=== block 1 ===
### config.mk
export PLATFORM = sky130hd
export DESIGN_NAME = reg_dump_reader
export DESIGN_NICKNAME = d
export VERILOG_FILES = /design/src/rtl/reg_dump_reader.sv
export SDC_FILE = /design/constraint.sdc
export NUM_CORES = 1
export LEC_CHECK = 0
export CORE_ASPECT_RATIO = 1.25
export CORE_MARGIN = 3
export CORE_UTILIZATION = 45
export CTS_BUF_LIST = sky130_fd_sc_hd__clkbuf_8
export DETAILED_ROUTE_END_ITERATION = 6
export GPL_ROUTABILITY_DRIVEN = 0
export PLACE_DENSITY = 0.94
export SETUP_SLACK_MARGIN = 0.1
export SLEW_MARGIN = 10
export SYNTH_ARGS = -nofsm -noshare
export SYNTH_HDL_FRONTEND = slang
export SYNTH_SLANG_ARGS = --single-unit
### constraint.sdc
create_clock -name clk -period 4.5 [get_ports clk]
set_input_delay 0.675 -clock clk [delete_from_list [all_inputs] [get_ports clk]]
set_output_delay 0.675 -clock clk [all_outputs]
set_load 0.02 [all_outputs]
### src/rtl/reg_dump_reader.sv
// reg_dump_reader: streams a contiguous (mod-8, wrapping) range of register
// file words out over a valid/ready interface, one word per two cycles.
// Optional feature: define REG_DUMP_CHECKSUM_EN to append one trailing word
// holding the XOR of all dumped words (that word then carries out_last).
module reg_dump_reader #(
    parameter int inst_SIZE = 16
) (
    input  logic                 clk,
    input  logic                 rst,
    input  logic                 start,
    input  logic [2:0]           cfg_first,
    input  logic [2:0]           cfg_last,
    output logic [2:0]           rf_addr,
    input  logic [inst_SIZE-1:0] rf_data,
    output logic [inst_SIZE-1:0] out_data,
    output logic                 out_valid,
    input  logic                 out_ready,
    output logic                 out_last,
    output logic                 busy,
    output logic                 done
);

`ifdef REG_DUMP_CHECKSUM_EN
    typedef enum logic [2:0] {IDLE, FETCH, SEND, CSUM, DONE} state_t;
`else
    typedef enum logic [1:0] {IDLE, FETCH, SEND, DONE} state_t;
`endif

    state_t                 state_q, state_d;
    logic [2:0]             idx_q, idx_d;
    logic [2:0]             end_q, end_d;
    logic [2:0]             rf_addr_q, rf_addr_d;
    logic [inst_SIZE-1:0]   out_data_q, out_data_d;
    logic                   out_valid_q, out_valid_d;
    logic                   out_last_q, out_last_d;
`ifdef REG_DUMP_CHECKSUM_EN
    logic [inst_SIZE-1:0]   csum_q, csum_d;
`endif
    logic                   hs;

    assign hs        = out_valid_q && out_ready;
    assign rf_addr   = rf_addr_q;
    assign out_data  = out_data_q;
    assign out_valid = out_valid_q;
    assign out_last  = out_last_q;
    assign busy      = (state_q != IDLE);
    assign done      = (state_q == DONE);

    // Next-state and datapath updates; every register holds unless a state acts on it.
    always_comb begin
        state_d     = state_q;
        idx_d       = idx_q;
        end_d       = end_q;
        rf_addr_d   = rf_addr_q;
        out_data_d  = out_data_q;
        out_valid_d = out_valid_q;
        out_last_d  = out_last_q;
`ifdef REG_DUMP_CHECKSUM_EN
        csum_d      = csum_q;
`endif
        case (state_q)
            IDLE: begin
                if (start) begin
                    idx_d     = cfg_first;
                    end_d     = cfg_last;
                    rf_addr_d = cfg_first;
`ifdef REG_DUMP_CHECKSUM_EN
                    csum_d    = '0;
`endif
                    state_d   = FETCH;
                end
            end
            FETCH: begin
                // rf_addr has been stable for a full cycle, so rf_data is settled.
                out_data_d  = rf_data;
                out_valid_d = 1'b1;
`ifdef REG_DUMP_CHECKSUM_EN
                csum_d      = csum_q ^ rf_data;
                out_last_d  = 1'b0;
`else
                out_last_d  = (idx_q == end_q);
`endif
                state_d     = SEND;
            end
            SEND: begin
                if (hs) begin
                    out_valid_d = 1'b0;
                    out_last_d  = 1'b0;
                    if (idx_q != end_q) begin
                        idx_d     = idx_q + 3'd1;
                        rf_addr_d = idx_q + 3'd1;
                        state_d   = FETCH;
                    end else begin
`ifdef REG_DUMP_CHECKSUM_EN
                        // csum_q already includes the final data word.
                        out_data_d  = csum_q;
                        out_valid_d = 1'b1;
                        out_last_d  = 1'b1;
                        state_d     = CSUM;
`else
                        state_d     = DONE;
`endif
                    end
                end
            end
`ifdef REG_DUMP_CHECKSUM_EN
            CSUM: begin
                if (hs) begin
                    out_valid_d = 1'b0;
                    out_last_d  = 1'b0;
                    state_d     = DONE;
                end
            end
`endif
            DONE: begin
                state_d = IDLE;
            end
            default: begin
                state_d = IDLE;
            end
        endcase
    end

    // State and datapath registers; active-low synchronous reset abandons any dump.
    always_ff @(posedge clk) begin
        if (!rst) begin
            state_q     <= IDLE;
            idx_q       <= 3'd0;
            end_q       <= 3'd0;
            rf_addr_q   <= 3'd0;
            out_data_q  <= '0;
            out_valid_q <= 1'b0;
            out_last_q  <= 1'b0;
`ifdef REG_DUMP_CHECKSUM_EN
            csum_q      <= '0;
`endif
        end else begin
            state_q     <= state_d;
            idx_q       <= idx_d;
            end_q       <= end_d;
            rf_addr_q   <= rf_addr_d;
            out_data_q  <= out_data_d;
            out_valid_q <= out_valid_d;
            out_last_q  <= out_last_d;
`ifdef REG_DUMP_CHECKSUM_EN
            csum_q      <= csum_d;
`endif
        end
    end

endmodule

=== block 2 ===
==> src/rtl/mips_fetch_pkg.sv <==
// Shared definitions for the MIPS instruction fetch stage: address map default,
// the flush instruction and the fetch controller states.
package mips_fetch_pkg;

   localparam logic [31:0] TEXT_BASE_DEFAULT = 32'h0040_0000;
   localparam logic [31:0] NOP               = 32'h0000_0000;

   typedef enum logic {
      RUN  = 1'b0,
      HALT = 1'b1
   } fetch_state_e;

endpackage : mips_fetch_pkg

==> src/rtl/pc_register.sv <==
// Program counter with redirect load, sequential increment and hold, plus the
// legality check for the current fetch address.
module pc_register
   import mips_fetch_pkg::*;
#(
   parameter int                    DATA_WIDTH   = 32,
   parameter int                    MEMORY_DEPTH = 32,
   parameter logic [DATA_WIDTH-1:0] TEXT_BASE    = DATA_WIDTH'(TEXT_BASE_DEFAULT)
) (
   input  logic                  clk,
   input  logic                  reset,
   input  logic                  load_i,
   input  logic                  advance_i,
   input  logic [DATA_WIDTH-1:0] target_i,
   output logic [DATA_WIDTH-1:0] pc_o,
   output logic [DATA_WIDTH-1:0] pc_plus4_o,
   output logic                  legal_o
);

   // One extra bit so the end of the text segment cannot overflow the compare.
   localparam logic [DATA_WIDTH:0] TEXT_LIMIT =
      {1'b0, TEXT_BASE} + (DATA_WIDTH+1)'(4 * MEMORY_DEPTH);

   logic [DATA_WIDTH-1:0] pc_q;
   logic [DATA_WIDTH-1:0] pc_d;

   // Increment wraps modulo 2^DATA_WIDTH; the wrapped value falls below TEXT_BASE.
   assign pc_plus4_o = pc_q + DATA_WIDTH'(4);

   assign legal_o = (pc_q[1:0] == 2'b00) &&
                    (pc_q >= TEXT_BASE) &&
                    ({1'b0, pc_q} < TEXT_LIMIT);

   always_comb begin
      pc_d = pc_q;
      if (load_i) begin
         pc_d = target_i;
      end else if (advance_i) begin
         pc_d = pc_plus4_o;
      end
   end

   // NOTE: sequential state uses non-blocking assignments so every register samples pre-edge values.
   always_ff @(posedge clk) begin
      if (reset) begin
         pc_q <= TEXT_BASE;
      end else begin
         pc_q <= pc_d;
      end
   end

   assign pc_o = pc_q;

endmodule : pc_register

==> src/rtl/instruction_fetch_stage.sv <==
// Instruction fetch stage: PC sequencing, IF/ID pipeline register and a
// RUN/HALT controller that stops on the first illegal fetch address.
module instruction_fetch_stage
   import mips_fetch_pkg::*;
#(
   parameter int                    DATA_WIDTH   = 32,
   parameter int                    MEMORY_DEPTH = 32,
   parameter logic [DATA_WIDTH-1:0] TEXT_BASE    = DATA_WIDTH'(TEXT_BASE_DEFAULT)
) (
   input  logic                  clk,
   input  logic                  reset,
   input  logic                  Stall,
   input  logic                  Redirect,
   input  logic [DATA_WIDTH-1:0] RedirectTarget,
   input  logic [DATA_WIDTH-1:0] Instruction,
   output logic [DATA_WIDTH-1:0] InstrAddress,
   output logic [DATA_WIDTH-1:0] IFID_Instruction,
   output logic [DATA_WIDTH-1:0] IFID_PCPlus4,
   output logic                  IFID_Valid,
   output logic                  FetchError
);

   fetch_state_e          state_q, state_d;
   logic [DATA_WIDTH-1:0] ifid_instr_q, ifid_instr_d;
   logic [DATA_WIDTH-1:0] ifid_pc4_q, ifid_pc4_d;
   logic                  ifid_valid_q, ifid_valid_d;
   logic                  fetch_error_q, fetch_error_d;

   logic                  pc_load;
   logic                  pc_advance;
   logic [DATA_WIDTH-1:0] pc;
   logic [DATA_WIDTH-1:0] pc_plus4;
   logic                  pc_legal;

   pc_register #(
      .DATA_WIDTH  (DATA_WIDTH),
      .MEMORY_DEPTH(MEMORY_DEPTH),
      .TEXT_BASE   (TEXT_BASE)
   ) u_pc (
      .clk       (clk),
      .reset     (reset),
      .load_i    (pc_load),
      .advance_i (pc_advance),
      .target_i  (RedirectTarget),
      .pc_o      (pc),
      .pc_plus4_o(pc_plus4),
      .legal_o   (pc_legal)
   );

   // NOTE: every _d takes its hold value first so no branch can infer a latch.
   always_comb begin
      state_d       = state_q;
      ifid_instr_d  = ifid_instr_q;
      ifid_pc4_d    = ifid_pc4_q;
      ifid_valid_d  = ifid_valid_q;
      fetch_error_d = fetch_error_q;
      pc_load       = 1'b0;
      pc_advance    = 1'b0;

      case (state_q)
         RUN: begin
            if (Redirect) begin
               pc_load      = 1'b1;
               ifid_instr_d = DATA_WIDTH'(NOP);
               ifid_pc4_d   = '0;
               ifid_valid_d = 1'b0;
            end else if (!Stall) begin
               if (pc_legal) begin
                  pc_advance   = 1'b1;
                  ifid_instr_d = Instruction;
                  ifid_pc4_d   = pc_plus4;
                  ifid_valid_d = 1'b1;
               end else begin
                  state_d       = HALT;
                  fetch_error_d = 1'b1;
                  ifid_valid_d  = 1'b0;
               end
            end
         end
         HALT: begin
            // Frozen until reset; Stall and Redirect have no effect here.
         end
      endcase
   end

   always_ff @(posedge clk) begin
      if (reset) begin
         state_q       <= RUN;
         ifid_instr_q  <= DATA_WIDTH'(NOP);
         ifid_pc4_q    <= '0;
         ifid_valid_q  <= 1'b0;
         fetch_error_q <= 1'b0;
      end else begin
         state_q       <= state_d;
         ifid_instr_q  <= ifid_instr_d;
         ifid_pc4_q    <= ifid_pc4_d;
         ifid_valid_q  <= ifid_valid_d;
         fetch_error_q <= fetch_error_d;
      end
   end

   assign InstrAddress     = pc - TEXT_BASE;
   assign IFID_Instruction = ifid_instr_q;
   assign IFID_PCPlus4     = ifid_pc4_q;
   assign IFID_Valid       = ifid_valid_q;
   assign FetchError       = fetch_error_q;

endmodule : instruction_fetch_stage

==> config.mk <==
export PLATFORM = sky130hd
export DESIGN_NAME = instruction_fetch_stage
export DESIGN_NICKNAME = d
export VERILOG_FILES = /design/src/rtl/mips_fetch_pkg.sv /design/src/rtl/pc_register.sv /design/src/rtl/instruction_fetch_stage.sv
export SDC_FILE = /design/constraint.sdc
export NUM_CORES = 1
export LEC_CHECK = 0
export ABC_CLOCK_PERIOD_IN_PS = 3760
export CAP_MARGIN = 10
export CORE_ASPECT_RATIO = 2
export CORE_MARGIN = 5
export CORE_UTILIZATION = 44
export CTS_BUF_LIST = sky130_fd_sc_hd__clkbuf_16
export DETAILED_ROUTE_END_ITERATION = 8
export HOLD_SLACK_MARGIN = 0.03
export PLACE_DENSITY = 0.83
export SETUP_SLACK_MARGIN = 0.1
export SLEW_MARGIN = 20
export SYNTH_ARGS = -nofsm -noshare
export SYNTH_HDL_FRONTEND = slang
export SYNTH_SLANG_ARGS = --single-unit
==> constraint.sdc <==
create_clock -name clk -period 3.76 [get_ports clk]
set_input_delay 0.752 -clock clk [delete_from_list [all_inputs] [get_ports clk]]
set_output_delay 0.752 -clock clk [all_outputs]
set_load 0.02 [all_outputs]
=== block 3 ===
`src/rtl/y86_pkg.sv`:
```
// Shared Y86 fetch definitions: icode values, fetch FSM states and instruction size limit.
package y86_pkg;

    localparam int INSTR_MAX_BYTES = 10;

    localparam logic [3:0] I_HALT   = 4'h0;
    localparam logic [3:0] I_NOP    = 4'h1;
    localparam logic [3:0] I_RRMOVQ = 4'h2;
    localparam logic [3:0] I_IRMOVQ = 4'h3;
    localparam logic [3:0] I_RMMOVQ = 4'h4;
    localparam logic [3:0] I_MRMOVQ = 4'h5;
    localparam logic [3:0] I_OPQ    = 4'h6;
    localparam logic [3:0] I_JXX    = 4'h7;
    localparam logic [3:0] I_CALL   = 4'h8;
    localparam logic [3:0] I_RET    = 4'h9;
    localparam logic [3:0] I_PUSHQ  = 4'hA;
    localparam logic [3:0] I_POPQ   = 4'hB;

    typedef enum logic [1:0] {
        ST_IDLE,
        ST_READ,
        ST_DONE
    } fetch_state_t;

endpackage

```
`src/rtl/y86_icode_len.sv`:
```
// Instruction length decode from icode; unknown icodes report length 1 and flag invalid.
import y86_pkg::*;

module y86_icode_len (
    input  logic [3:0] icode,
    output logic [3:0] len,
    output logic       invalid
);

    always_comb begin
        len     = 4'd1;
        invalid = 1'b0;
        case (icode)
            I_HALT, I_NOP, I_RET:             len = 4'd1;
            I_RRMOVQ, I_OPQ, I_PUSHQ, I_POPQ: len = 4'd2;
            I_JXX, I_CALL:                    len = 4'd9;
            I_IRMOVQ, I_RMMOVQ, I_MRMOVQ:     len = 4'd10;
            default:                          invalid = 1'b1;
        endcase
    end

endmodule

```
`src/rtl/imem_fetch_ctrl.sv`:
```
// Byte-serial instruction fetch: reads exactly the decoded length, then hands the
// assembled instruction to decode over valid/ready.
import y86_pkg::*;

module imem_fetch_ctrl #(
    parameter int MEM_BYTES = 1024
) (
    input  logic        clk,
    input  logic        rst_n,
    input  logic        flush,
    input  logic        fetch_req,
    input  logic [63:0] fetch_pc,
    output logic        fetch_ready,
    output logic        mem_rd_en,
    output logic [63:0] mem_addr,
    input  logic [7:0]  mem_rdata,
    output logic        instr_valid,
    input  logic        instr_ready,
    output logic [79:0] instr_bytes,
    output logic [3:0]  instr_len,
    output logic [63:0] instr_valp,
    output logic        imem_error,
    output logic        instr_invalid
);

    fetch_state_t state, state_nxt;

    logic [3:0]                      cnt;
    logic [63:0]                     pc;
    logic [INSTR_MAX_BYTES-1:0][7:0] byte_q;
    logic [3:0]                      len_q;
    logic [63:0]                     valp_q;
    logic                            err_q;
    logic                            inv_q;

    logic [3:0]  dec_len;
    logic        dec_inv;
    logic [3:0]  len_cur;
    logic [64:0] end_addr;
    logic        pc_ok;
    logic        range_fail;
    logic        need_more;
    logic        accept;
    logic        capture;

    y86_icode_len u_icode_len (
        .icode   (mem_rdata[7:4]),
        .len     (dec_len),
        .invalid (dec_inv)
    );

    // 65-bit end address so a PC near 2^64 cannot wrap past the range check.
    assign pc_ok      = fetch_pc <= 64'(MEM_BYTES - 1);
    assign end_addr   = {1'b0, pc} + {61'd0, dec_len} - 65'd1;
    assign range_fail = (cnt == 4'd0) && (end_addr > 65'(MEM_BYTES - 1));
    assign len_cur    = (cnt == 4'd0) ? dec_len : len_q;
    assign need_more  = ({1'b0, cnt} + 5'd1) < {1'b0, len_cur};

    always_ff @(posedge clk or negedge rst_n) begin
        if (!rst_n) state <= ST_IDLE;
        else        state <= state_nxt;
    end

    always_comb begin
        state_nxt = state;
        mem_rd_en = 1'b0;
        mem_addr  = '0;
        accept    = 1'b0;
        capture   = 1'b0;
        case (state)
            ST_IDLE: begin
                if (fetch_req && !flush) begin
                    accept = 1'b1;
                    if (pc_ok) begin
                        mem_rd_en = 1'b1;
                        mem_addr  = fetch_pc;
                        state_nxt = ST_READ;
                    end else begin
                        state_nxt = ST_DONE;
                    end
                end
            end
            ST_READ: begin
                if (flush) begin
                    state_nxt = ST_IDLE;
                end else begin
                    capture = 1'b1;
                    if (range_fail) begin
                        state_nxt = ST_DONE;
                    end else if (need_more) begin
                        mem_rd_en = 1'b1;
                        mem_addr  = pc + 64'(cnt) + 64'd1;
                    end else begin
                        state_nxt = ST_DONE;
                    end
                end
            end
            ST_DONE: begin
                if (flush || instr_ready) state_nxt = ST_IDLE;
            end
            default: state_nxt = ST_IDLE;
        endcase
    end

    always_ff @(posedge clk or negedge rst_n) begin
        if (!rst_n) begin
            cnt    <= '0;
            pc     <= '0;
            byte_q <= '0;
            len_q  <= '0;
            valp_q <= '0;
            err_q  <= 1'b0;
            inv_q  <= 1'b0;
        end else if (accept) begin
            cnt    <= '0;
            pc     <= fetch_pc;
            byte_q <= '0;
            len_q  <= '0;
            valp_q <= fetch_pc;
            err_q  <= !pc_ok;
            inv_q  <= 1'b0;
        end else if (capture) begin
            byte_q[cnt] <= mem_rdata;
            if (cnt == 4'd0) begin
                inv_q <= dec_inv;
                len_q <= range_fail ? 4'd1 : dec_len;
            end
            if (range_fail) begin
                err_q  <= 1'b1;
                valp_q <= pc + 64'd1;
            end else if (need_more) begin
                cnt <= cnt + 4'd1;
            end else begin
                valp_q <= pc + 64'(len_cur);
            end
        end
    end

    assign fetch_ready   = (state == ST_IDLE);
    assign instr_valid   = (state == ST_DONE);
    assign instr_bytes   = byte_q;
    assign instr_len     = len_q;
    assign instr_valp    = valp_q;
    assign imem_error    = err_q;
    assign instr_invalid = inv_q;

endmodule

```
`config.mk`:
```
export PLATFORM = sky130hd
export DESIGN_NAME = imem_fetch_ctrl
export DESIGN_NICKNAME = d
export VERILOG_FILES = /design/src/rtl/y86_pkg.sv /design/src/rtl/y86_icode_len.sv /design/src/rtl/imem_fetch_ctrl.sv
export SDC_FILE = /design/constraint.sdc
export NUM_CORES = 1
export LEC_CHECK = 0
export ABC_AREA = 1
export CELL_PAD_IN_SITES_DETAIL_PLACEMENT = 0
export CELL_PAD_IN_SITES_GLOBAL_PLACEMENT = 2
export CORE_MARGIN = 2
export CORE_UTILIZATION = 30
export CTS_CLUSTER_DIAMETER = 40
export DETAILED_ROUTE_END_ITERATION = 10
export GPL_TIMING_DRIVEN = 0
export PLACE_DENSITY_LB_ADDON = 0.1
export SLEW_MARGIN = 20
export SYNTH_ARGS = -nofsm -noshare
export SYNTH_HDL_FRONTEND = slang
export SYNTH_HIERARCHICAL = 1
export SYNTH_SLANG_ARGS = --single-unit
```
`constraint.sdc`:
```
create_clock -name clk -period 7.7 [get_ports clk]
set_clock_uncertainty 0.2 [all_clocks]
set_input_delay 1.925 -clock clk [delete_from_list [all_inputs] [get_ports clk]]
set_output_delay 1.925 -clock clk [all_outputs]
set_load 0.05 [all_outputs]
```
=== block 4 ===
[src/rtl/pc_ctrl_pkg.sv]
// Shared definitions for the fetch-stage PC / branch-redirect controller:
// FSM state encoding, PC increment and default reset PC.
package pc_ctrl_pkg;

  typedef enum logic [1:0] {
    ST_IDLE = 2'd0,
    ST_RUN  = 2'd1,
    ST_PEND = 2'd2
  } state_e;

  localparam logic [31:0] PC_STEP          = 32'd4;
  localparam logic [31:0] DEFAULT_RESET_PC = 32'h0000_0000;

  // Instruction fetches are word aligned; low address bits are dropped silently.
  function automatic logic [31:0] align_word(input logic [31:0] addr);
    return {addr[31:2], 2'b00};
  endfunction

endpackage

[src/rtl/pc_redirect_ctrl_sat_counter.sv]
// Saturating up-counter with synchronous active-low reset.
// Holds at all-ones once reached.
module sat_counter #(
  parameter int WIDTH = 16
) (
  input  logic             clk,
  input  logic             rst_n,
  input  logic             inc,
  output logic [WIDTH-1:0] count
);

  logic [WIDTH-1:0] count_q;
  logic [WIDTH-1:0] count_d;

  // Next count: increment unless already saturated.
  always_comb begin
    // NOTE: default assignment first so every path writes count_d and no latch is inferred.
    count_d = count_q;
    if (inc && (count_q != '1)) begin
      count_d = count_q + WIDTH'(1);
    end
  end

  // Count register with synchronous reset.
  always_ff @(posedge clk) begin
    if (!rst_n) begin
      count_q <= '0;
    end else begin
      count_q <= count_d;
    end
  end

  assign count = count_q;

endmodule

[src/rtl/pc_redirect_ctrl.sv]
// Fetch-stage PC owner and branch-redirect controller.
// Takes the ID-stage branch decision and target, redirects the fetch PC,
// flushes IF/ID, and parks a redirect in PEND while instruction memory is
// busy so the fetch address stays stable during an outstanding request.
// Optional build macro: BRANCH_STATS_EN enables the branch statistics
// counters; without it br_count/taken_count are tied to zero.
module pc_redirect_ctrl
  import pc_ctrl_pkg::*;
#(
  parameter logic [31:0] RESET_PC  = DEFAULT_RESET_PC,
  parameter int          CNT_WIDTH = 16
) (
  input  logic                 clk,
  input  logic                 rst_n,
  input  logic                 branch,
  input  logic                 br_inst,
  input  logic [31:0]          target,
  input  logic                 stall,
  input  logic                 imem_ready,
  output logic [31:0]          pc,
  output logic                 fetch_valid,
  output logic                 flush_ifid,
  output logic                 redirect_pending,
  output logic [CNT_WIDTH-1:0] br_count,
  output logic [CNT_WIDTH-1:0] taken_count
);

  state_e      state_q;
  logic [31:0] pc_q;
  logic        fetch_valid_q;
  logic [31:0] pend_target_q;

  // A taken branch only counts when operands are resolved (no stall).
  logic run_active;
  assign run_active = (state_q == ST_RUN) && !stall;

  // Redirect FSM: owns the PC, the fetch-valid flag and the parked target.
  always_ff @(posedge clk) begin
    // NOTE: sequential state uses non-blocking assignments so every register
    // samples pre-edge values regardless of statement order.
    if (!rst_n) begin
      state_q       <= ST_IDLE;
      pc_q          <= RESET_PC;
      fetch_valid_q <= 1'b0;
      pend_target_q <= '0;
    end else begin
      case (state_q)
        ST_IDLE: begin
          state_q       <= ST_RUN;
          fetch_valid_q <= 1'b1;
        end
        ST_RUN: begin
          if (stall) begin
            pc_q <= pc_q;
          end else if (branch) begin
            if (imem_ready) begin
              pc_q <= align_word(target);
            end else begin
              pend_target_q <= align_word(target);
              state_q       <= ST_PEND;
            end
          end else if (imem_ready) begin
            pc_q <= pc_q + PC_STEP;
          end
        end
        ST_PEND: begin
          // Address must stay put until memory completes the wrong-path fetch.
          if (imem_ready) begin
            pc_q    <= pend_target_q;
            state_q <= ST_RUN;
          end
        end
        default: begin
          state_q <= ST_IDLE;
        end
      endcase
    end
  end

  assign pc               = pc_q;
  assign fetch_valid      = fetch_valid_q;
  assign redirect_pending = (state_q == ST_PEND);
  // One pulse on the taken branch, one more when a parked redirect lands.
  assign flush_ifid       = (run_active && branch) ||
                            ((state_q == ST_PEND) && imem_ready);

`ifdef BRANCH_STATS_EN
  sat_counter #(.WIDTH(CNT_WIDTH)) u_br_cnt (
    .clk   (clk),
    .rst_n (rst_n),
    .inc   (run_active && br_inst),
    .count (br_count)
  );

  sat_counter #(.WIDTH(CNT_WIDTH)) u_taken_cnt (
    .clk   (clk),
    .rst_n (rst_n),
    .inc   (run_active && branch),
    .count (taken_count)
  );
`else
  // br_inst only feeds the statistics counters.
  logic unused_br_inst;
  assign unused_br_inst = br_inst;

  assign br_count    = '0;
  assign taken_count = '0;
`endif

endmodule

[config.mk]
export PLATFORM = sky130hd
export DESIGN_NAME = pc_redirect_ctrl
export DESIGN_NICKNAME = d
export VERILOG_FILES = /design/src/rtl/pc_ctrl_pkg.sv /design/src/rtl/pc_redirect_ctrl_sat_counter.sv /design/src/rtl/pc_redirect_ctrl.sv
export SDC_FILE = /design/constraint.sdc
export NUM_CORES = 1
export LEC_CHECK = 0
export ABC_CLOCK_PERIOD_IN_PS = 1930
export CORE_MARGIN = 2
export CORE_UTILIZATION = 44
export DETAILED_ROUTE_END_ITERATION = 8
export PLACE_DENSITY_LB_ADDON = 0.3
export REMOVE_ABC_BUFFERS = 1
export SLEW_MARGIN = 20
export SYNTH_ARGS = -nofsm -noshare
export SYNTH_HDL_FRONTEND = slang
export SYNTH_SLANG_ARGS = --single-unit
export TNS_END_PERCENT = 1
[constraint.sdc]
create_clock -name clk -period 1.93 [get_ports clk]
set_input_delay 0.386 -clock clk [delete_from_list [all_inputs] [get_ports clk]]
set_output_delay 0.386 -clock clk [all_outputs]
set_load 0.02 [all_outputs]

==> layout pictures side by side <==
Wire density map.
Plate I
Bar = 20 um. The die is cut into 16 by 30 equal tiles; dark blue is low, red is high, scaled to the fullest tile. Values are wire area over tile area, all layers added.
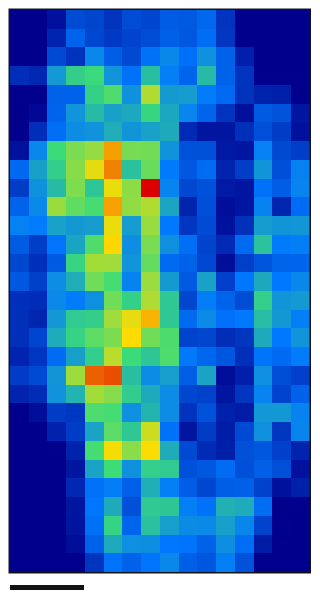
Plate II
Bar = 100 um. The die is cut into 26 by 26 equal tiles; dark blue is low, red is high, scaled to the fullest tile. Values are wire area over tile area, all layers added.
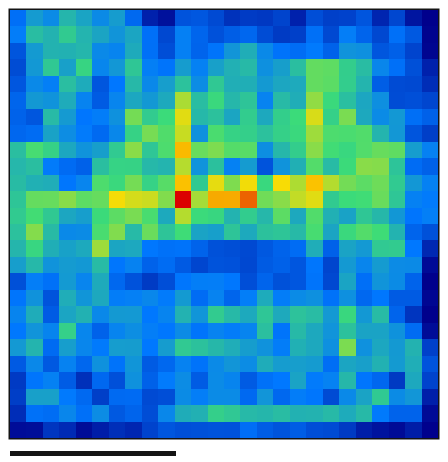
Plate III
Bar = 20 um. The die is cut into 10 by 12 equal tiles; dark blue is low, red is high, scaled to the fullest tile. Values are wire area over tile area, all layers added.
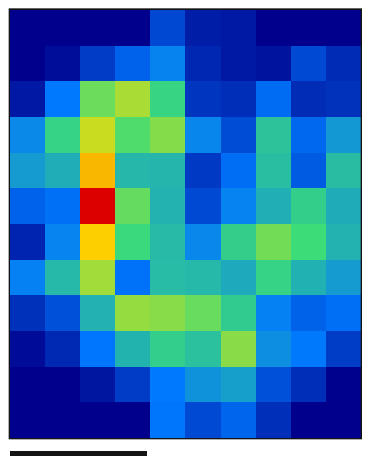
Plate IV
Bar = 20 um. The die is cut into 19 by 19 equal tiles; dark blue is low, red is high, scaled to the fullest tile. Values are wire area over tile area, all layers added.
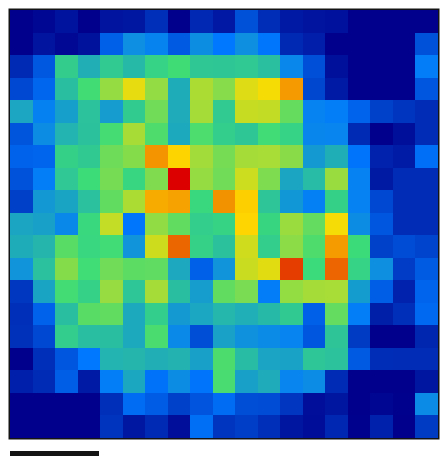
Plate I comes from block 2.
Plate IV comes from block 4.
Plate II comes from block 3.
Plate III comes from block 1.

Key to Plate I:
- nearly empty tiles: 13%
- fullest tile: 0.74
- tiles over half the peak: 12%

==> block_4/cell_classes.png <==
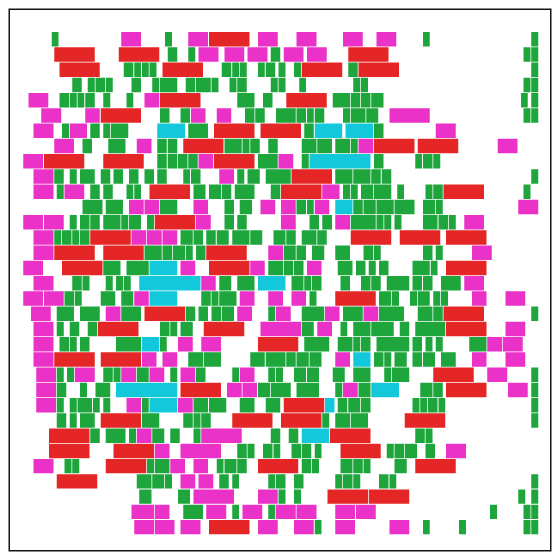
- cyan: clock drivers and dummy loads (cells 16; share of their area 5.0%)
- green: all other logic (cells 408; share of their area 45%)
- red: flip-flops (cells 63; share of their area 25%)
- magenta: other buffers and delay cells (cells 131; share of their area 24%)
final standard cell area without fillers: 0.00508 mm^2
fin util: 61.6%
Seq area share: 24.8%

==> results.txt, block 4 <==
Figures from the implementation reports.

- The number of placed instances, taps included, is 707.
- The count of clock buffers in the final design is 9.
- The clock share of power reads 42.0%.
- The required time at the worst-slack endpoint is 2.16 ns.
- The buffering overhead reads 23.8%.
- Counting cells, the worst reg-to-reg path comes to 6.
- After synthesis, the netlist uses 55 different library cells.
- Per the timing report, the most critical flop-to-flop path originates at pc[2].
- Setup slack on the critical path of the routed design comes to 0.00999 ns.
- The flip-flop and latch count reads 63.
- The flow ran to the end, and the final reports show no timing, DRC or antenna violations.
- The startpoint kind of the worst setup timing path is a register.
- The routability congestion estimate reads 0.889.
- TritonCTS built the clock tree.
- The number of I/O port buffers reads 67.
- The share of power burned in registers reads 40.9%.
- The combinational power reads 0.577 mW.
- The floorplan step defined a core boundary enclosing 0.00826 mm^2.
-- block 4: flip-flops by register name, summed over array words and instances, names as in the netlist --
| register | count |
|---|---|
| pc | 30 |
| pend_target_q | 30 |
| state_q | 2 |
| fetch_valid | 1 |
-- block 4: how the worst max path moves through the flow --
stage	start	end	slack [ns]	cells past startpoint
5_1_grt	pc[11]	pc[21]	-0.07	6
6_report	pc[2]	pc[20]	0.01	6
4_1_cts	branch	flush_ifid	0.006	4
2_1_floorplan	state_q[0]	pc[24]	-1.67	5
3_3_place_gp	branch	flush_ifid	-0.20	4
3_5_place_dp	branch	flush_ifid	-0.28	4
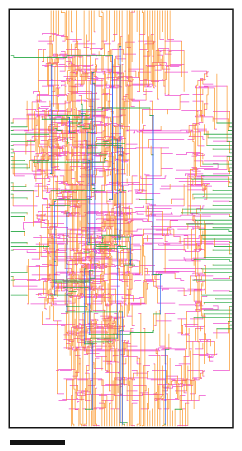
(block_2/metal_stack.png)
Bar = 20 um.
- blue: met4 (wire length 756 um)
- magenta: met1 (wire length 4,650 um)
- orange: met2 (wire length 7,140 um)
- green: met3 (wire length 944 um)
total routing usage reported by global routing: 22.2%
wire length per cell after detailed routing: 18.1 um
Total Routed Length: 13.5 mm
via count: 4,168

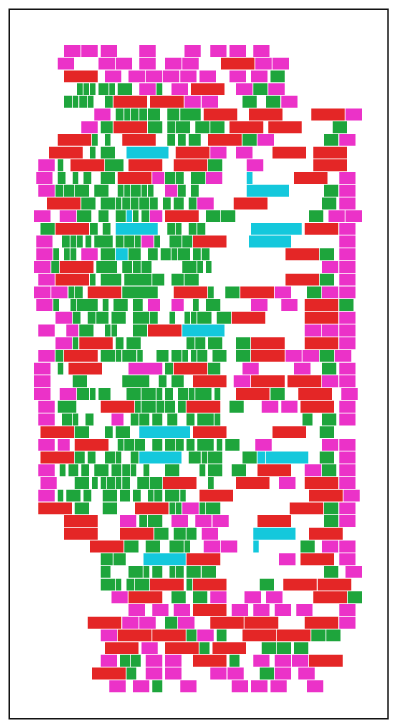
(block_2/cell_classes.png)
- green: all other logic (cells 323; share of their area 34%)
- magenta: other buffers and delay cells (cells 175; share of their area 28%)
- red: flip-flops (cells 99; share of their area 32%)
- cyan: clock drivers and dummy loads (cells 16; share of their area 5.0%)
number of placement rows: 51
Core ar.: 0.00976 mm^2
fin util: 64.6%

==> results.txt, block 2 <==
Figures from the implementation reports.

- Counting both buffers and inverters, the worst setup path holds a total of 1.
- The dominant cell type by area after synthesis is sky130_fd_sc_hd__dfxtp_1.
- The run finished with clean final reports.
- Combinational logic is responsible for 16.2% of the overall power.
- The horizontal die size is 80.8 um.
- The share of cells above drive strength 1 is 5.71%.
- The tally of filler cells in the layout is 835.
- The final tally of hold violations reads 0.
- The transition time recorded at the tightest slew-check pin is 0.861 ns.
- The post-synth net total is 548.
- Counting pins that exceed their max-slew limit in the final report gives 0.
- The final hold slack reads 0.466 ns.
- The total power per unit cell area reads 395 mW/mm^2.
- The top achievable clock speed reads 282 MHz.
- The cell count of the worst hold path is 1.
- Buffers placed on the I/O ports in this run total 165.
- Signal routing reaches up to met4.
- The AND-OR/OR-AND share of the synthesized area reads 21.5%.
- The number of maximum-capacitance violations recorded for the run is 0.
- The post-synthesis cell type count reads 55.
- The power consumed by the clock network is 0.954 mW.
- The non-clock inverter count in the final layout reads 8.
- The buffering overhead reads 27.6%.
- The final design instance area without fill reads 0.00631 mm^2.
- The average size of a mapped cell is 9.26 um^2.
## block 2: kinds of logic after synthesis
group                      count (synthesis)
AOI/OAI and AO/OA                        125
xor gates and xnor gates                  30
and+or+nand+nor                          155
DFF                                       99
muxes                                      1
adders and majority gates                  4
buffers and inverters                     62
## block 2: worst paths after layout
check / startpoint / end / slack [ns]
setup / recovery: u_pc.pc_o[25] / InstrAddress[31] / 0.21
hold / removal: IFID_PCPlus4[26] / IFID_PCPlus4[26] / 0.47
setup reg to reg: u_pc.pc_o[22] / IFID_PCPlus4[21] / 0.76
hold reg to reg: IFID_PCPlus4[26] / IFID_PCPlus4[26] / 0.47
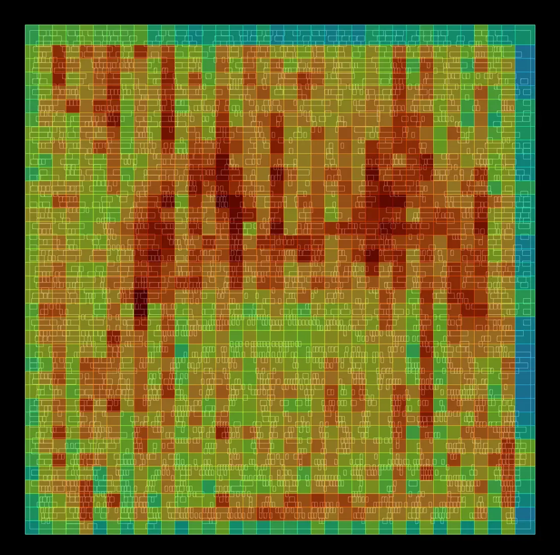
(block_3/final_congestion.png)
fin util: 43.2%
wire length per cell after detailed routing: 23.6 um

==> results.txt, block 3 <==
Figures from the implementation reports.

- Per the log, the first TritonRoute iteration ended with a DRC count of 1,627.
- On the worst path, the slowest cell contributes a delay of 0.32 ns.
- The flow ran to the end, but the final reports show violations.
- The final-report setup violation count is 66.
- The flip-flop and latch area is 0.00551 mm^2.
- The post-synth tally of flip-flops with integrated enable is 0.
- The repair_antennas step left the layout with diodes totalling 1.
- The die outline area is 0.0668 mm^2.
- The final layout report lists a non-clock buffer count of 470.
- The net switching power is 6.90 mW.
- Looking at the post-CTS report, the setup buffer insertion count equals 67.
- The total of warnings raised by yosys is 6.
- The simple-gate share of the synthesized area reads 39.9%.
- The stage-log warning count reads 90.
- The synthesized netlist devotes 9.32% of its cell area to adder and majority cells.
- The headroom to the max-slew limit reads 16.5%.
- The length of routed met3 wiring reads 6.77 mm.
- The layer flagged by global routing as most heavily used is met2.
- The checks that failed: setup timing.
- The required time at the worst-slack endpoint reads 5.58 ns.
- The final tally of hold violations is 0.
- The share of the final layout cell area in multi-input gates is 46.9%.
- The routed metal-1 wirelength reads 42.6 mm.
- The routing usage on met1 reads 37.5%.
- The worst-case setup margin in the final layout is -0.240 ns.
## block 3: power groups by stage
stage / Sequential, mW / Clock (mW) / Combinational [mW]
CTS: 1.92 / 2.16 / 8.17
detailed placement: 1.93 / 0 / 7.42
floorplan: 2.27 / 0 / 4.38
global placement: 1.93 / 0 / 7.44
global route: 1.96 / 2.22 / 9.33
finish: 1.93 / 2.14 / 8.45
## block 3: flip-flops by register name, summed over array words and instances, names as in the netlist
name           count
state              2
instr_valp        64
instr_invalid      1
pc                64
instr_len          4
instr_bytes       80
cnt                4
imem_error         1
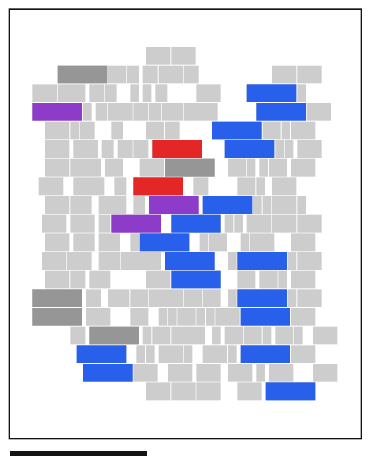
(block_1/registers.png)
Bar = 20 um.
- blue: out_data (flops 16)
- purple: rf_addr (flops 3)
- red: state_q (flops 2)
- not colored: 5
Seq area share: 31.3%
fin util: 72.1%
area used by sequential logic in the layout: 520 um^2

==> results.txt, block 1 <==
Figures from the implementation reports.

- The most frequently used cell type in the post-synthesis netlist is sky130_fd_sc_hd__nand2_1.
- The peak-usage layer in the global routing report is met2.
- For this run, the register share of the synthesized area comes to 45.4%.
- The flow ran to the end, and the final reports show no timing, DRC or antenna violations.
- The highest ir drop seen on vdd is 223 uV.
- The met3 capacity usage during global routing reads 2.86%.
- The report lists the cells along the critical path as and2_1 > clkdlybuf4s50_1.
- In this run the tools logged warnings totalling 26.
- After synthesis, the most frequently instantiated cells are sky130_fd_sc_hd__nand2_1 (35), sky130_fd_sc_hd__dfxtp_1 (26), sky130_fd_sc_hd__a21boi_0 (17).
- The die boundary height is 62.5 um.
- The cell total in the yosys stat output is 130.
- The fraction of synthesis flops using an asynchronous set or reset pin reads 0%.
- The via density per instance is 5.19.
- The global route total overflow reads 0.
- The highest metal layer with signal wires is met4.
- The net count of the finished layout is 201.
- The post-synthesis cell type count is 31.
- The total of warnings raised by yosys is 0.
-- block 1: final timing paths --
kind / end / slack (ns) / depth (start not counted)
max: done / 2.25 / 2
min: out_data[9] / 0.47 / 2
max reg2reg: out_data[11] / 2.61 / 3
min reg2reg: out_data[9] / 0.47 / 2
-- block 1: final cells by class --
cell class / count / area (um^2) / area share, %
Clock buffer: 3 / 41.3 / 2.48
Tap cell: 31 / 38.8 / 2.33
Multi-Input combinational cell: 94 / 578 / 34.8
Timing Repair Buffer: 48 / 480 / 28.9
Sequential cell: 26 / 520 / 31.3
Inverter: 1 / 3.75 / 0.226

=== block 5 ===
==> block_5/wire_density.png <==
Bar = 50 um. The die is cut into 32 by 25 equal tiles; dark blue is low, red is high, scaled to the fullest tile. Values are wire area over tile area, all layers added.
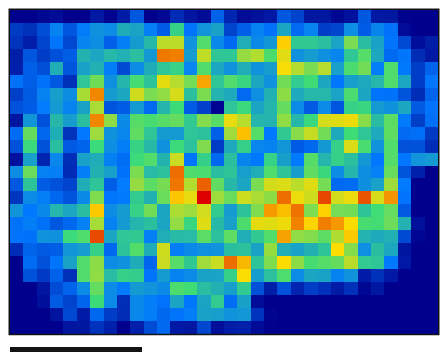
==> block_5/metal_stack.png <==
Bar = 50 um.
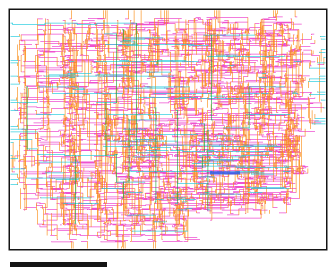
[src/rtl/nco_note_sequencer_pkg.sv]
// Shared definitions for the NCO note sequencer and its neighbouring nco block.
// Latency: n/a (types, default widths and helpers only).
// Backpressure: n/a.
package nco_note_sequencer_pkg;

    localparam int DEF_FREQ_WIDTH = 15;
    localparam int DEF_DUR_WIDTH  = 24;
    localparam int DEF_FIFO_DEPTH = 4;
    localparam int DEF_GAP_CYCLES = 16;

    typedef enum logic [1:0] {
        ST_IDLE  = 2'd0,
        ST_PLAY  = 2'd1,
        ST_PAUSE = 2'd2,
        ST_GAP   = 2'd3
    } seq_state_e;

    function automatic int max_int(input int a, input int b);
        return (a > b) ? a : b;
    endfunction

endpackage

[src/rtl/nco_note_sequencer_note_fifo.sv]
// First-word-fall-through note queue with occupancy count and synchronous clear.
// Latency: a pushed word is visible at head_dat_o the cycle after the push edge.
// Backpressure: pushes while full and pops while empty are ignored; clear wins over both.
module note_fifo
    import nco_note_sequencer_pkg::*;
#(
    parameter int WIDTH = 8,
    parameter int DEPTH = DEF_FIFO_DEPTH,
    localparam int AW = (DEPTH > 1) ? $clog2(DEPTH) : 1,
    localparam int CW = $clog2(DEPTH + 1)
) (
    input  logic             clk,
    input  logic             rst,
    input  logic             clear_i,
    input  logic             push_i,
    input  logic [WIDTH-1:0] push_dat_i,
    input  logic             pop_i,
    output logic [WIDTH-1:0] head_dat_o,
    output logic             empty_o,
    output logic             full_o,
    output logic [CW-1:0]    count_o
);

    logic [WIDTH-1:0] mem_q [DEPTH];
    logic [AW-1:0]    wr_ptr_q;
    logic [AW-1:0]    rd_ptr_q;
    logic [CW-1:0]    count_q;
    logic             do_push;
    logic             do_pop;

    assign empty_o    = (count_q == '0);
    assign full_o     = (count_q == CW'(DEPTH));
    assign count_o    = count_q;
    assign head_dat_o = mem_q[rd_ptr_q];
    assign do_push    = push_i && !full_o && !clear_i;
    assign do_pop     = pop_i && !empty_o && !clear_i;

    // Storage array: no reset needed, occupancy is tracked by count_q.
    always_ff @(posedge clk) begin
        if (do_push) begin
            mem_q[wr_ptr_q] <= push_dat_i;
        end
    end

    // Pointer and occupancy bookkeeping; pointers wrap naturally (DEPTH is a power of two).
    always_ff @(posedge clk or posedge rst) begin
        if (rst) begin
            wr_ptr_q <= '0;
            rd_ptr_q <= '0;
            count_q  <= '0;
        end else if (clear_i) begin
            wr_ptr_q <= '0;
            rd_ptr_q <= '0;
            count_q  <= '0;
        end else begin
            if (do_push) begin
                wr_ptr_q <= wr_ptr_q + AW'(1);
            end
            if (do_pop) begin
                rd_ptr_q <= rd_ptr_q + AW'(1);
            end
            case ({do_push, do_pop})
                2'b10:   count_q <= count_q + CW'(1);
                2'b01:   count_q <= count_q - CW'(1);
                default: count_q <= count_q;
            endcase
        end
    end

endmodule

[src/rtl/nco_note_sequencer.sv]
// Plays queued (frequency, duration) notes by driving an nco frequency word, with pause, gap and flush.
// Latency: a note pushed into an empty idle queue is heard from the second edge after the push.
// Backpressure: note_ready drops when the queue is full or flush is high.
module nco_note_sequencer
    import nco_note_sequencer_pkg::*;
#(
    parameter int FREQ_WIDTH = DEF_FREQ_WIDTH,
    parameter int DUR_WIDTH  = DEF_DUR_WIDTH,
    parameter int FIFO_DEPTH = DEF_FIFO_DEPTH,
    parameter int GAP_CYCLES = DEF_GAP_CYCLES,
    localparam int CW = $clog2(FIFO_DEPTH + 1)
) (
    input  logic                  clk,
    input  logic                  rst,
    input  logic                  note_valid,
    output logic                  note_ready,
    input  logic [FREQ_WIDTH-1:0] note_freq,
    input  logic [DUR_WIDTH-1:0]  note_dur,
    input  logic                  enable,
    input  logic                  flush,
    output logic [FREQ_WIDTH-1:0] nco_frequency,
    output logic                  note_active,
    output logic                  note_done,
    output logic [CW-1:0]         fifo_count
);

    localparam int GAP_W = (GAP_CYCLES > 0) ? $clog2(GAP_CYCLES + 1) : 1;
    localparam int CNT_W = max_int(DUR_WIDTH, GAP_W);
    localparam logic [CNT_W-1:0] GAP_LOAD = (GAP_CYCLES > 0) ? CNT_W'(GAP_CYCLES - 1) : '0;

    seq_state_e              state_q;
    logic [CNT_W-1:0]        cnt_q;
    logic [FREQ_WIDTH-1:0]   freq_q;
    logic [FREQ_WIDTH-1:0]   nco_q;
    logic                    done_q;
    logic                    ready_q;

    logic [FREQ_WIDTH+DUR_WIDTH-1:0] head_dat;
    logic [FREQ_WIDTH-1:0]   head_freq;
    logic [DUR_WIDTH-1:0]    head_dur;
    logic                    fifo_empty;
    logic                    fifo_full;
    logic                    push;
    logic                    pop;

    assign {head_freq, head_dur} = head_dat;
    assign note_ready    = ready_q && !fifo_full && !flush;
    assign push          = note_valid && note_ready;
    assign pop           = (state_q == ST_IDLE) && !fifo_empty && enable && !flush;
    assign nco_frequency = nco_q;
    assign note_done     = done_q;
    assign note_active   = (state_q == ST_PLAY) || (state_q == ST_PAUSE);

    note_fifo #(
        .WIDTH (FREQ_WIDTH + DUR_WIDTH),
        .DEPTH (FIFO_DEPTH)
    ) u_note_fifo (
        .clk        (clk),
        .rst        (rst),
        .clear_i    (flush),
        .push_i     (push),
        .push_dat_i ({note_freq, note_dur}),
        .pop_i      (pop),
        .head_dat_o (head_dat),
        .empty_o    (fifo_empty),
        .full_o     (fifo_full),
        .count_o    (fifo_count)
    );

    // Holds note_ready low until the first edge after reset release.
    always_ff @(posedge clk or posedge rst) begin
        if (rst) begin
            ready_q <= 1'b0;
        end else begin
            ready_q <= 1'b1;
        end
    end

    // Sequencer FSM. The cycle in which enable falls was already audible, so it is
    // charged to the note; the resume edge restores the tone without charging.
    always_ff @(posedge clk or posedge rst) begin
        if (rst) begin
            state_q <= ST_IDLE;
            cnt_q   <= '0;
            freq_q  <= '0;
            nco_q   <= '0;
            done_q  <= 1'b0;
        end else begin
            done_q <= 1'b0;
            if (flush) begin
                state_q <= ST_IDLE;
                cnt_q   <= '0;
                nco_q   <= '0;
            end else begin
                case (state_q)
                    ST_IDLE: begin
                        if (pop && (head_dur != '0)) begin
                            freq_q  <= head_freq;
                            nco_q   <= head_freq;
                            cnt_q   <= CNT_W'(head_dur) - CNT_W'(1);
                            state_q <= ST_PLAY;
                        end
                    end
                    ST_PLAY: begin
                        if (cnt_q == '0) begin
                            done_q <= 1'b1;
                            nco_q  <= '0;
                            if (GAP_CYCLES > 0) begin
                                cnt_q   <= GAP_LOAD;
                                state_q <= ST_GAP;
                            end else begin
                                state_q <= ST_IDLE;
                            end
                        end else begin
                            cnt_q <= cnt_q - CNT_W'(1);
                            if (!enable) begin
                                nco_q   <= '0;
                                state_q <= ST_PAUSE;
                            end
                        end
                    end
                    ST_PAUSE: begin
                        if (enable) begin
                            nco_q   <= freq_q;
                            state_q <= ST_PLAY;
                        end
                    end
                    ST_GAP: begin
                        if (cnt_q == '0) begin
                            state_q <= ST_IDLE;
                        end else begin
                            cnt_q <= cnt_q - CNT_W'(1);
                        end
                    end
                    default: begin
                        state_q <= ST_IDLE;
                        nco_q   <= '0;
                    end
                endcase
            end
        end
    end

endmodule

[config.mk]
export PLATFORM = sky130hd
export DESIGN_NAME = nco_note_sequencer
export DESIGN_NICKNAME = d
export VERILOG_FILES = /design/src/rtl/nco_note_sequencer_pkg.sv /design/src/rtl/nco_note_sequencer_note_fifo.sv /design/src/rtl/nco_note_sequencer.sv
export SDC_FILE = /design/constraint.sdc
export NUM_CORES = 1
export LEC_CHECK = 0
export ABC_AREA = 1
export CAP_MARGIN = 40
export CORE_ASPECT_RATIO = 0.75
export CORE_MARGIN = 2
export CORE_UTILIZATION = 56
export DETAILED_ROUTE_END_ITERATION = 7
export PLACE_DENSITY = 0.75
export SLEW_MARGIN = 10
export SYNTH_ARGS = -nofsm -noshare
export SYNTH_HDL_FRONTEND = slang
export SYNTH_HIERARCHICAL = 1
export SYNTH_SLANG_ARGS = --single-unit
[constraint.sdc]
create_clock -name clk -period 3.6 [get_ports clk]
set_input_delay 0.54 -clock clk [delete_from_list [all_inputs] [get_ports clk]]
set_output_delay 0.54 -clock clk [all_outputs]
set_load 0.01 [all_outputs]
==> results.txt <==
Figures from the implementation reports.

- In this run the maximum-capacitance check reported violations numbering 0.
- The critical path class reads register to register.
- The final cell count without fillers reads 1,419.
- The placed standard-cell area reads 0.0115 mm^2.
- Entering global routing, the biggest net connects 80 pins.
- The via density per instance reads 5.55.
- Setup repair after global routing left no endpoint under its margin.
- The power consumption is 8.19 mW.
- Summed over all nets, wire length on met3 after detailed routing comes to 1.92 mm.
- The CTS sink count is 221.
- For reference, simple AND, OR, NAND and NOR cells occupy 20.6% of the area reported after synthesis.
- According to the floorplan report, the die height is 123 um.
- Synthesis produced a netlist whose cell count is 1,096.
- The worst setup path is captured at a register.
- The proportion of synthesized chip area in sequential cells reads 59.9%.
- The area of the core region reads 0.0185 mm^2.
- The flow ran to the end, and the final reports show no timing, DRC or antenna violations.
- The share of cells above drive strength 1 reads 8.96%.
Notes on block_5/wire_density.png above:
- fullest tile: 0.59
- emptiest ninth of the die: bottom right
- tiles over half the peak: 23%
- nearly empty tiles: 11%
- densest ninth of the die: middle
via count: 7,878
total routing usage reported by global routing: 24.8%

Notes on block_5/metal_stack.png above:
- cyan: met3 (wire length 1,920 um)
- green: met4 (wire length 479 um)
- blue: met5 (wire length 13.8 um)
- magenta: met1 (wire length 11,600 um)
- orange: met2 (wire length 9,870 um)
wire length per cell after detailed routing: 16.8 um
Total Routed Length: 23.9 mm

power by group:
group,internal [mW],leakage (nW),switching (mW)
registers,3.01,2.25,0.228
clock network,1.35,0.349,0.954
logic,0.929,2.27,1.71
area by class of cell:
type | instances | area share, %
inverter | 88 | 2.72
sequential | 221 | 51.6
clock buffer | 27 | 4.65
clock inverter | 12 | 1.35
timing repair buffer | 83 | 6.98
tap | 247 | 2.53
multi-input combinational | 741 | 30.2


==> layout pictures side by side <==
Routing congestion map.
picture 1
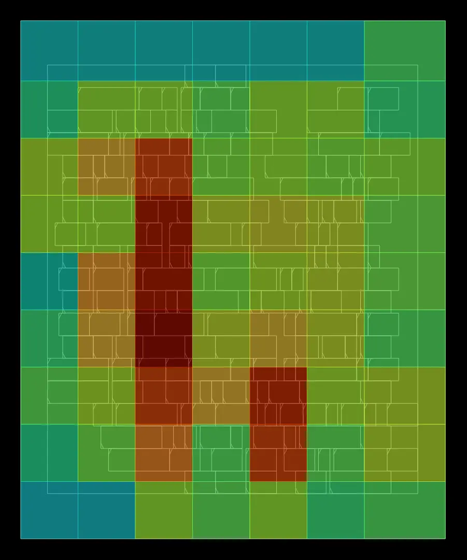
picture 2
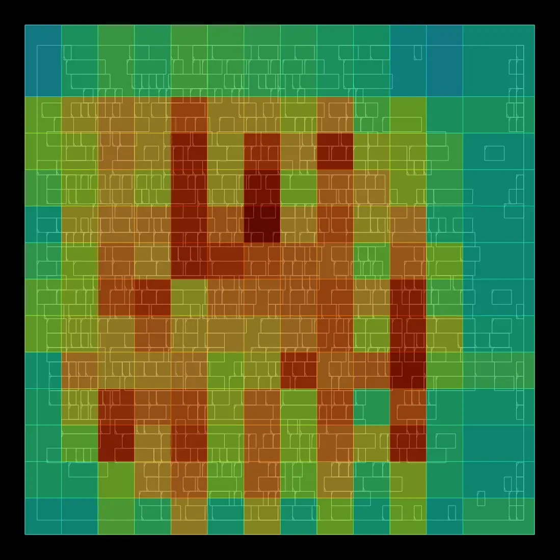
picture 3
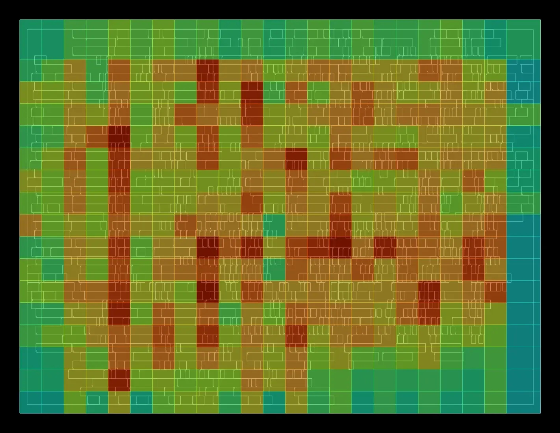
picture 4
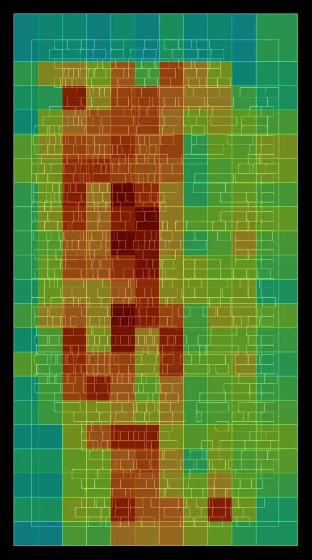
- least wire per cell: picture 1
picture 3 -> block 5
picture 1 -> block 1
picture 2 -> block 4
picture 4 -> block 2

Power and IR drop assume default switching activity.
